=== ahb_ram_arbiter ===
ahb_ram_arbiter, close-up of the layout:
Bar = 10 um. Region (52, 107) to (77, 132) um. Cells in gray, sequential cells in the stronger gray; small squares are vias.
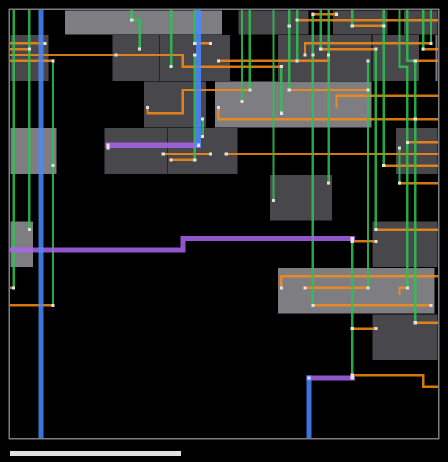

File: config.mk
export PLATFORM = sky130hd
export DESIGN_NAME = ahb_ram_arbiter
export DESIGN_NICKNAME = d
export VERILOG_FILES = /design/src/rtl/ahb_ram_arbiter.sv
export SDC_FILE = /design/constraint.sdc
export NUM_CORES = 1
export LEC_CHECK = 0
export ABC_CLOCK_PERIOD_IN_PS = 1600
export CORE_ASPECT_RATIO = 1.4
export CORE_MARGIN = 10
export CORE_UTILIZATION = 36
export DETAILED_ROUTE_END_ITERATION = 10
export PLACE_DENSITY = 0.89
export REMOVE_ABC_BUFFERS = 1
export SYNTH_ARGS = -nofsm -noshare
export SYNTH_HDL_FRONTEND = slang
export SYNTH_SLANG_ARGS = --single-unit
File: constraint.sdc
create_clock -name clk -period 1.6 [get_ports clk]
set_input_delay 0.32 -clock clk [delete_from_list [all_inputs] [get_ports clk]]
set_output_delay 0.32 -clock clk [all_outputs]
set_load 0.01 [all_outputs]
File: src/rtl/ahb_ram_arbiter.sv
// Round-robin arbiter sharing one AHB RAM slave between m0 (fetch) and m1 (load/store).
// Optional BUSY watchdog enabled by defining ARB_TIMEOUT_EN.
module ahb_ram_arbiter #(
  parameter int unsigned ADDR_WIDTH     = 32,
  parameter int unsigned DATA_WIDTH     = 32,
  parameter int unsigned TIMEOUT_CYCLES = 64
) (
  input  logic                  clk,
  input  logic                  rstn,
  input  logic                  m0_hsel,
  input  logic [ADDR_WIDTH-1:0] m0_haddr,
  input  logic                  m0_hwrite,
  input  logic [DATA_WIDTH-1:0] m0_hwdata,
  output logic                  m0_hready,
  output logic                  m0_hresp,
  output logic [DATA_WIDTH-1:0] m0_hrdata,
  input  logic                  m1_hsel,
  input  logic [ADDR_WIDTH-1:0] m1_haddr,
  input  logic                  m1_hwrite,
  input  logic [DATA_WIDTH-1:0] m1_hwdata,
  output logic                  m1_hready,
  output logic                  m1_hresp,
  output logic [DATA_WIDTH-1:0] m1_hrdata,
  output logic                  s_hsel,
  output logic [ADDR_WIDTH-1:0] s_haddr,
  output logic                  s_hwrite,
  output logic [DATA_WIDTH-1:0] s_hwdata,
  input  logic                  s_hready,
  input  logic                  s_hresp,
  input  logic [DATA_WIDTH-1:0] s_hrdata
);

  if (TIMEOUT_CYCLES == 0) begin : g_bad_timeout
    $error("TIMEOUT_CYCLES must be nonzero");
  end

  typedef enum logic [1:0] {IDLE, BUSY, RESP} state_e;

  state_e                  state_q, state_d;
  logic                    owner_q, owner_d;
  logic                    rr_last_q, rr_last_d;
  logic                    s_hsel_q, s_hsel_d;
  logic [ADDR_WIDTH-1:0]   s_haddr_q, s_haddr_d;
  logic                    s_hwrite_q, s_hwrite_d;
  logic [DATA_WIDTH-1:0]   s_hwdata_q, s_hwdata_d;
  logic [1:0]              hready_q, hready_d;
  logic [1:0]              hresp_q, hresp_d;
  logic [DATA_WIDTH-1:0]   hrdata_q [2];
  logic [DATA_WIDTH-1:0]   hrdata_d [2];
  logic                    win_c;

`ifdef ARB_TIMEOUT_EN
  localparam int unsigned CNT_W = $clog2(TIMEOUT_CYCLES + 1);
  logic [CNT_W-1:0]        tmo_cnt_q, tmo_cnt_d;
`endif

  // Next-state and registered-output computation
  always_comb begin
    state_d    = state_q;
    owner_d    = owner_q;
    rr_last_d  = rr_last_q;
    s_hsel_d   = s_hsel_q;
    s_haddr_d  = s_haddr_q;
    s_hwrite_d = s_hwrite_q;
    s_hwdata_d = s_hwdata_q;
    hready_d   = 2'b00;
    hresp_d    = hresp_q;
    hrdata_d   = hrdata_q;
    win_c      = 1'b0;
`ifdef ARB_TIMEOUT_EN
    tmo_cnt_d  = tmo_cnt_q;
`endif

    case (state_q)
      IDLE: begin
        if (m0_hsel || m1_hsel) begin
          // On contention the requester that did not win last time gets the slot
          win_c      = (m0_hsel && m1_hsel) ? ~rr_last_q : m1_hsel;
          owner_d    = win_c;
          rr_last_d  = win_c;
          s_hsel_d   = 1'b1;
          s_haddr_d  = win_c ? m1_haddr  : m0_haddr;
          s_hwrite_d = win_c ? m1_hwrite : m0_hwrite;
          s_hwdata_d = win_c ? m1_hwdata : m0_hwdata;
          state_d    = BUSY;
`ifdef ARB_TIMEOUT_EN
          tmo_cnt_d  = '0;
`endif
        end
      end
      BUSY: begin
        if (s_hready) begin
          s_hsel_d          = 1'b0;
          hrdata_d[owner_q] = s_hrdata;
          hresp_d[owner_q]  = s_hresp;
          hready_d[owner_q] = 1'b1;
          state_d           = RESP;
        end
`ifdef ARB_TIMEOUT_EN
        else if (tmo_cnt_q == CNT_W'(TIMEOUT_CYCLES - 1)) begin
          s_hsel_d          = 1'b0;
          hrdata_d[owner_q] = '0;
          hresp_d[owner_q]  = 1'b1;
          hready_d[owner_q] = 1'b1;
          state_d           = RESP;
        end else begin
          tmo_cnt_d = tmo_cnt_q + CNT_W'(1);
        end
`endif
      end
      RESP: begin
        state_d = IDLE;
      end
      default: begin
        state_d = IDLE;
      end
    endcase
  end

  always_ff @(posedge clk or negedge rstn) begin
    if (!rstn) begin
      state_q     <= IDLE;
      owner_q     <= 1'b0;
      rr_last_q   <= 1'b1;
      s_hsel_q    <= 1'b0;
      s_haddr_q   <= '0;
      s_hwrite_q  <= 1'b0;
      s_hwdata_q  <= '0;
      hready_q    <= 2'b00;
      hresp_q     <= 2'b00;
      hrdata_q[0] <= '0;
      hrdata_q[1] <= '0;
`ifdef ARB_TIMEOUT_EN
      tmo_cnt_q   <= '0;
`endif
    end else begin
      state_q     <= state_d;
      owner_q     <= owner_d;
      rr_last_q   <= rr_last_d;
      s_hsel_q    <= s_hsel_d;
      s_haddr_q   <= s_haddr_d;
      s_hwrite_q  <= s_hwrite_d;
      s_hwdata_q  <= s_hwdata_d;
      hready_q    <= hready_d;
      hresp_q     <= hresp_d;
      hrdata_q[0] <= hrdata_d[0];
      hrdata_q[1] <= hrdata_d[1];
`ifdef ARB_TIMEOUT_EN
      tmo_cnt_q   <= tmo_cnt_d;
`endif
    end
  end

  assign s_hsel    = s_hsel_q;
  assign s_haddr   = s_haddr_q;
  assign s_hwrite  = s_hwrite_q;
  assign s_hwdata  = s_hwdata_q;
  assign m0_hready = hready_q[0];
  assign m1_hready = hready_q[1];
  assign m0_hresp  = hresp_q[0];
  assign m1_hresp  = hresp_q[1];
  assign m0_hrdata = hrdata_q[0];
  assign m1_hrdata = hrdata_q[1];

endmodule

=== speaker_ctrl ===
==> src/rtl/audio_pkg.sv <==
// Shared frame geometry for the I2S speaker path.
// One frame is FRAME_LEN clk: 32 SCK slots of 16 clk each.
package audio_pkg;

    localparam int CNT_W       = 9;
    localparam int FRAME_LEN   = 512;
    localparam int SAMPLE_W    = 16;
    localparam int SLOT_W      = 5;
    localparam int CAPTURE_CNT = 511;

    // Slot k carries bit 32-k of {L,R}; modulo 32 that is simply -k.
    function automatic logic [SLOT_W-1:0] slot_bit_idx(input logic [SLOT_W-1:0] slot);
        return ~slot + 1'b1;
    endfunction

endpackage

==> src/rtl/i2s_clk_gen.sv <==
// Free-running frame counter with the I2S clocks decoded straight from its bits.
module i2s_clk_gen
    import audio_pkg::*;
(
    input  logic             clk,
    input  logic             rst,
    output logic [CNT_W-1:0] cnt,
    output logic             mclk,
    output logic             sck,
    output logic             lrck
);

    logic [CNT_W-1:0] r_cnt;

    always_ff @(posedge clk or posedge rst) begin
        if (rst) begin
            r_cnt <= '0;
        end else begin
            r_cnt <= r_cnt + CNT_W'(1);
        end
    end

    assign cnt  = r_cnt;
    assign mclk = r_cnt[1];
    assign sck  = r_cnt[3];
    assign lrck = r_cnt[CNT_W-1];

endmodule

==> src/rtl/speaker_ctrl.sv <==
// I2S transmitter: captures a stereo sample pair once per frame and shifts it out MSB first
// with the standard one-SCK delay after each LRCK edge.
module speaker_ctrl
    import audio_pkg::*;
(
    input  logic                clk,
    input  logic                rst,
    input  logic [SAMPLE_W-1:0] audio_left,
    input  logic [SAMPLE_W-1:0] audio_right,
    input  logic                mute,
    output logic                audio_mclk,
    output logic                audio_lrck,
    output logic                audio_sck,
    output logic                audio_sdin,
    output logic                sample_tick
);

    logic [CNT_W-1:0]      w_cnt;
    logic [SLOT_W-1:0]     w_slot;
    logic [SLOT_W-1:0]     w_next_slot;
    logic [2*SAMPLE_W-1:0] w_word;
    logic                  w_capture;
    logic                  w_slot_end;
    logic                  w_sdin_d;

    logic [SAMPLE_W-1:0]   r_left;
    logic [SAMPLE_W-1:0]   r_right;
    logic                  r_prev_lsb;
    logic                  r_sdin;

    i2s_clk_gen u_clk_gen (
        .clk  (clk),
        .rst  (rst),
        .cnt  (w_cnt),
        .mclk (audio_mclk),
        .sck  (audio_sck),
        .lrck (audio_lrck)
    );

    assign w_slot      = w_cnt[CNT_W-1 -: SLOT_W];
    assign w_next_slot = w_slot + SLOT_W'(1);
    assign w_slot_end  = &w_cnt[3:0];
    assign w_capture   = (w_cnt == CNT_W'(CAPTURE_CNT));
    assign w_word      = {r_left, r_right};

    always_ff @(posedge clk or posedge rst) begin
        if (rst) begin
            r_left     <= '0;
            r_right    <= '0;
            r_prev_lsb <= 1'b0;
        end else if (w_capture) begin
            r_left     <= mute ? '0 : audio_left;
            r_right    <= mute ? '0 : audio_right;
            r_prev_lsb <= r_right[0];
        end
    end

    // The capture edge is also the slot-0 edge, so slot 0 takes R[0] before it is replaced.
    always_comb begin
        w_sdin_d = r_sdin;
        if (w_slot_end) begin
            if (w_next_slot == '0) begin
                w_sdin_d = r_right[0];
            end else begin
                w_sdin_d = w_word[slot_bit_idx(w_next_slot)];
            end
        end else if (w_slot == '0) begin
            w_sdin_d = r_prev_lsb;
        end
    end

    always_ff @(posedge clk or posedge rst) begin
        if (rst) begin
            r_sdin <= 1'b0;
        end else begin
            r_sdin <= w_sdin_d;
        end
    end

    assign audio_sdin  = r_sdin;
    assign sample_tick = w_capture;

endmodule

==> config.mk <==
export PLATFORM = sky130hd
export DESIGN_NAME = speaker_ctrl
export DESIGN_NICKNAME = d
export VERILOG_FILES = /design/src/rtl/audio_pkg.sv /design/src/rtl/i2s_clk_gen.sv /design/src/rtl/speaker_ctrl.sv
export SDC_FILE = /design/constraint.sdc
export NUM_CORES = 1
export LEC_CHECK = 0
export CAP_MARGIN = 30
export CORE_UTILIZATION = 38
export DETAILED_ROUTE_END_ITERATION = 10
export PLACE_DENSITY = 0.69
export SLEW_MARGIN = 10
export SYNTH_ARGS = -nofsm -noshare
export SYNTH_HDL_FRONTEND = slang
export SYNTH_SLANG_ARGS = --single-unit
==> constraint.sdc <==
create_clock -name clk -period 2.92 [get_ports clk]
set_clock_uncertainty 0.1 [all_clocks]
set_input_delay 0.584 -clock clk [delete_from_list [all_inputs] [get_ports clk]]
set_output_delay 0.584 -clock clk [all_outputs]
set_load 0.01 [all_outputs]
speaker_ctrl, routed clock nets over the placement:
Bar = 20 um.
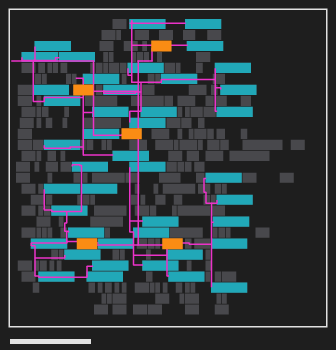
legend:
  magenta:
    item: clock wires
    length: 500 um
  orange:
    item: cells driving clock nets
    count: 5
  cyan:
    item: flip-flops
    count: 43
routed clock nets: 6

==> flow_metrics.env, speaker_ctrl <==
# physical design summary
export IMPL_status="complete, no violations"
export IMPL_ys_sh_aoi=0.0990
export IMPL_holdPathEnd="u_clk_gen.cnt[0]"
export IMPL_final_comb_area_um2=937
export IMPL_die_area_um2=6130
export IMPL_top_layer="met4"
export IMPL_n_antenna_cell=0
export IMPL_rsz0062_at_grt="no"
export IMPL_area_leaders="dfrtp_1 (49%), mux4_2 (8.1%), o21ai_0 (7.2%)"
export IMPL_largestClassByArea="sequential cells"
export IMPL_mostFrequentLayoutCells="dfrtp_1 (43), clkdlybuf4s50_1 (39), inv_1 (36), nand2_1 (36), o21ai_0 (32)"
export IMPL_crit_required_ns=2.24
export IMPL_io_buffers=39
export IMPL_seq_area_frac=0.390
export IMPL_nWellTaps=72
[speaker_ctrl: power by group]
part / switching [mW] / total (mW) / internal [mW]
combinational: 0.0177 / 0.0593 / 0.0416
sequential: 0 / 0.595 / 0.595
clock: 0.183 / 0.343 / 0.159
[speaker_ctrl: critical path, cell delays in order (launching register included)]
cell and delay [ns]:
dfrtp_1 0.48, ha_1 0.27, nand3_1 0.13, nor2_1 0.14, ha_1 0.22, clkdlybuf4s50_1 0.55
ahb_ram_arbiter, drive-strength map:
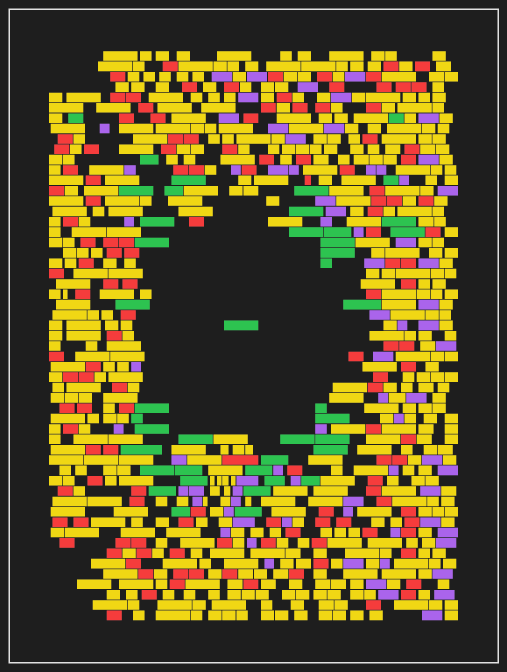
legend:
  purple:
    size: drive 3 to 4
    cells: 73
    share: 10%
  green:
    size: drive 6 and up
    cells: 42
    share: 5.8%
  yellow:
    size: drive 1 or less
    cells: 473
    share: 65%
  red:
    size: drive 2
    cells: 137
    share: 19%
Non-CTS buffers: 343
fin area: 10100 um2
final worst slack: -0.117 ns
Layout area overhead: 72.4%

ahb_ram_arbiter, routed clock nets over the placement:
Bar = 50 um.
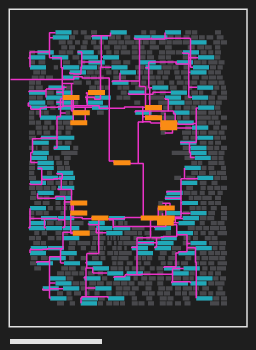
legend:
  magenta:
    item: clock wires
    length: 1770 um
  cyan:
    item: flip-flops
    count: 138
  orange:
    item: cells driving clock nets
    count: 17
flops lie: all over the die

## Picture notes: 'close-up of the layout' of ahb_ram_arbiter
legend:
  green:
    layer: met2
  orange:
    layer: met1
  blue:
    layer: met4
  purple:
    layer: met3
cells with their middle in the window: 14
netlist names of flops here include: `s_hwdata` (2), `s_hwrite` (1)
sequential cells in the window: 3
most frequent: clkdlybuf4s50_1 (3), dfrtp_1 (3)

==> flow_metrics.env, ahb_ram_arbiter <==
# physical design summary
export IMPL_most_common_cell="mux2_2"
export IMPL_clock_area_frac=0.0583
export IMPL_peakVddDrop_mv=1.11
export IMPL_fp_util=0.365
export IMPL_grt_overflow=0
export IMPL_warnings=27
export IMPL_post_place_ws_ns=-0.442
export IMPL_r2r_end="s_hwdata[10]"
export IMPL_wl_met2_um=11200
export IMPL_setup_viol=65
export IMPL_violations="setup timing"
export IMPL_yosysSeqAreaShare=0.588
export IMPL_drtIter0Drc=172
export IMPL_worst_skew_pair_late_latency_ns=0.40
export IMPL_fp_dieH_um=171
export IMPL_slew_headroom=0.711
export IMPL_met3_usage=0.0644
export IMPL_yosysWarnings=0
export IMPL_clkbuf_count=21
export IMPL_worst_slack_ns=-0.117
export IMPL_cp_num_buf_inv=2
export IMPL_hpwl_um=15400
export IMPL_topCombFamilyByArea="multiplexers"
export IMPL_grtUsageMet1=0.172
export IMPL_status="finished with violations"
export IMPL_edf_count=0
## ahb_ram_arbiter: registers in the layout, indices dropped and copies added, names as in the netlist
| name | flops |
|---|---|
| s_haddr | 32 |
| s_hwdata | 32 |
| state_q | 2 |
| hready_q | 2 |
| owner_q | 1 |
| s_hwrite | 1 |
| m1_hrdata | 32 |
| rr_last_q | 1 |
| m0_hrdata | 32 |
| hresp_q | 2 |
| s_hsel | 1 |
## ahb_ram_arbiter: power by group
group / switching, mW / total, mW / internal [mW]
Clock: 1.53 / 3.86 / 2.33
Sequential: 0.897 / 6.18 / 5.28
Combinational: 3.42 / 8.04 / 4.62

==> gallery <==
Wiring heat map.
panel A
16 x 16 tiles, from dark blue (low) to red (high), scaled to the fullest tile. Values are wire area over tile area, all layers added.
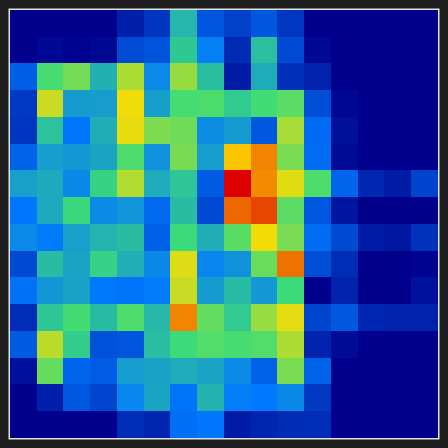
panel B
26 x 34 tiles, from dark blue (low) to red (high), scaled to the fullest tile. Values are wire area over tile area, all layers added.
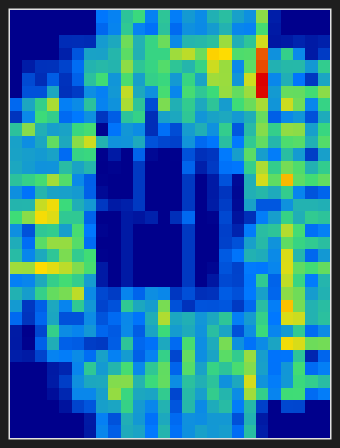
ahb_ram_arbiter -> panel B
speaker_ctrl -> panel A



==> screenshots <==
Placed standard cells.
(a)
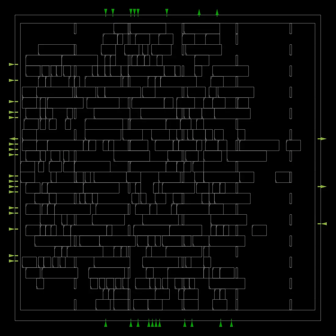
(b)
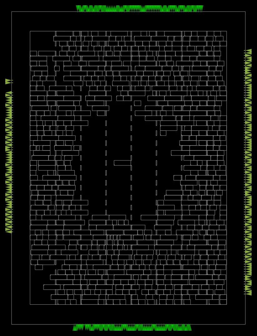
- (a) = speaker_ctrl
- (b) = ahb_ram_arbiter
- most cells: (b)
- most sequential cells: (b)

Power figures rest on the tool's default switching activity, not on a simulated workload.
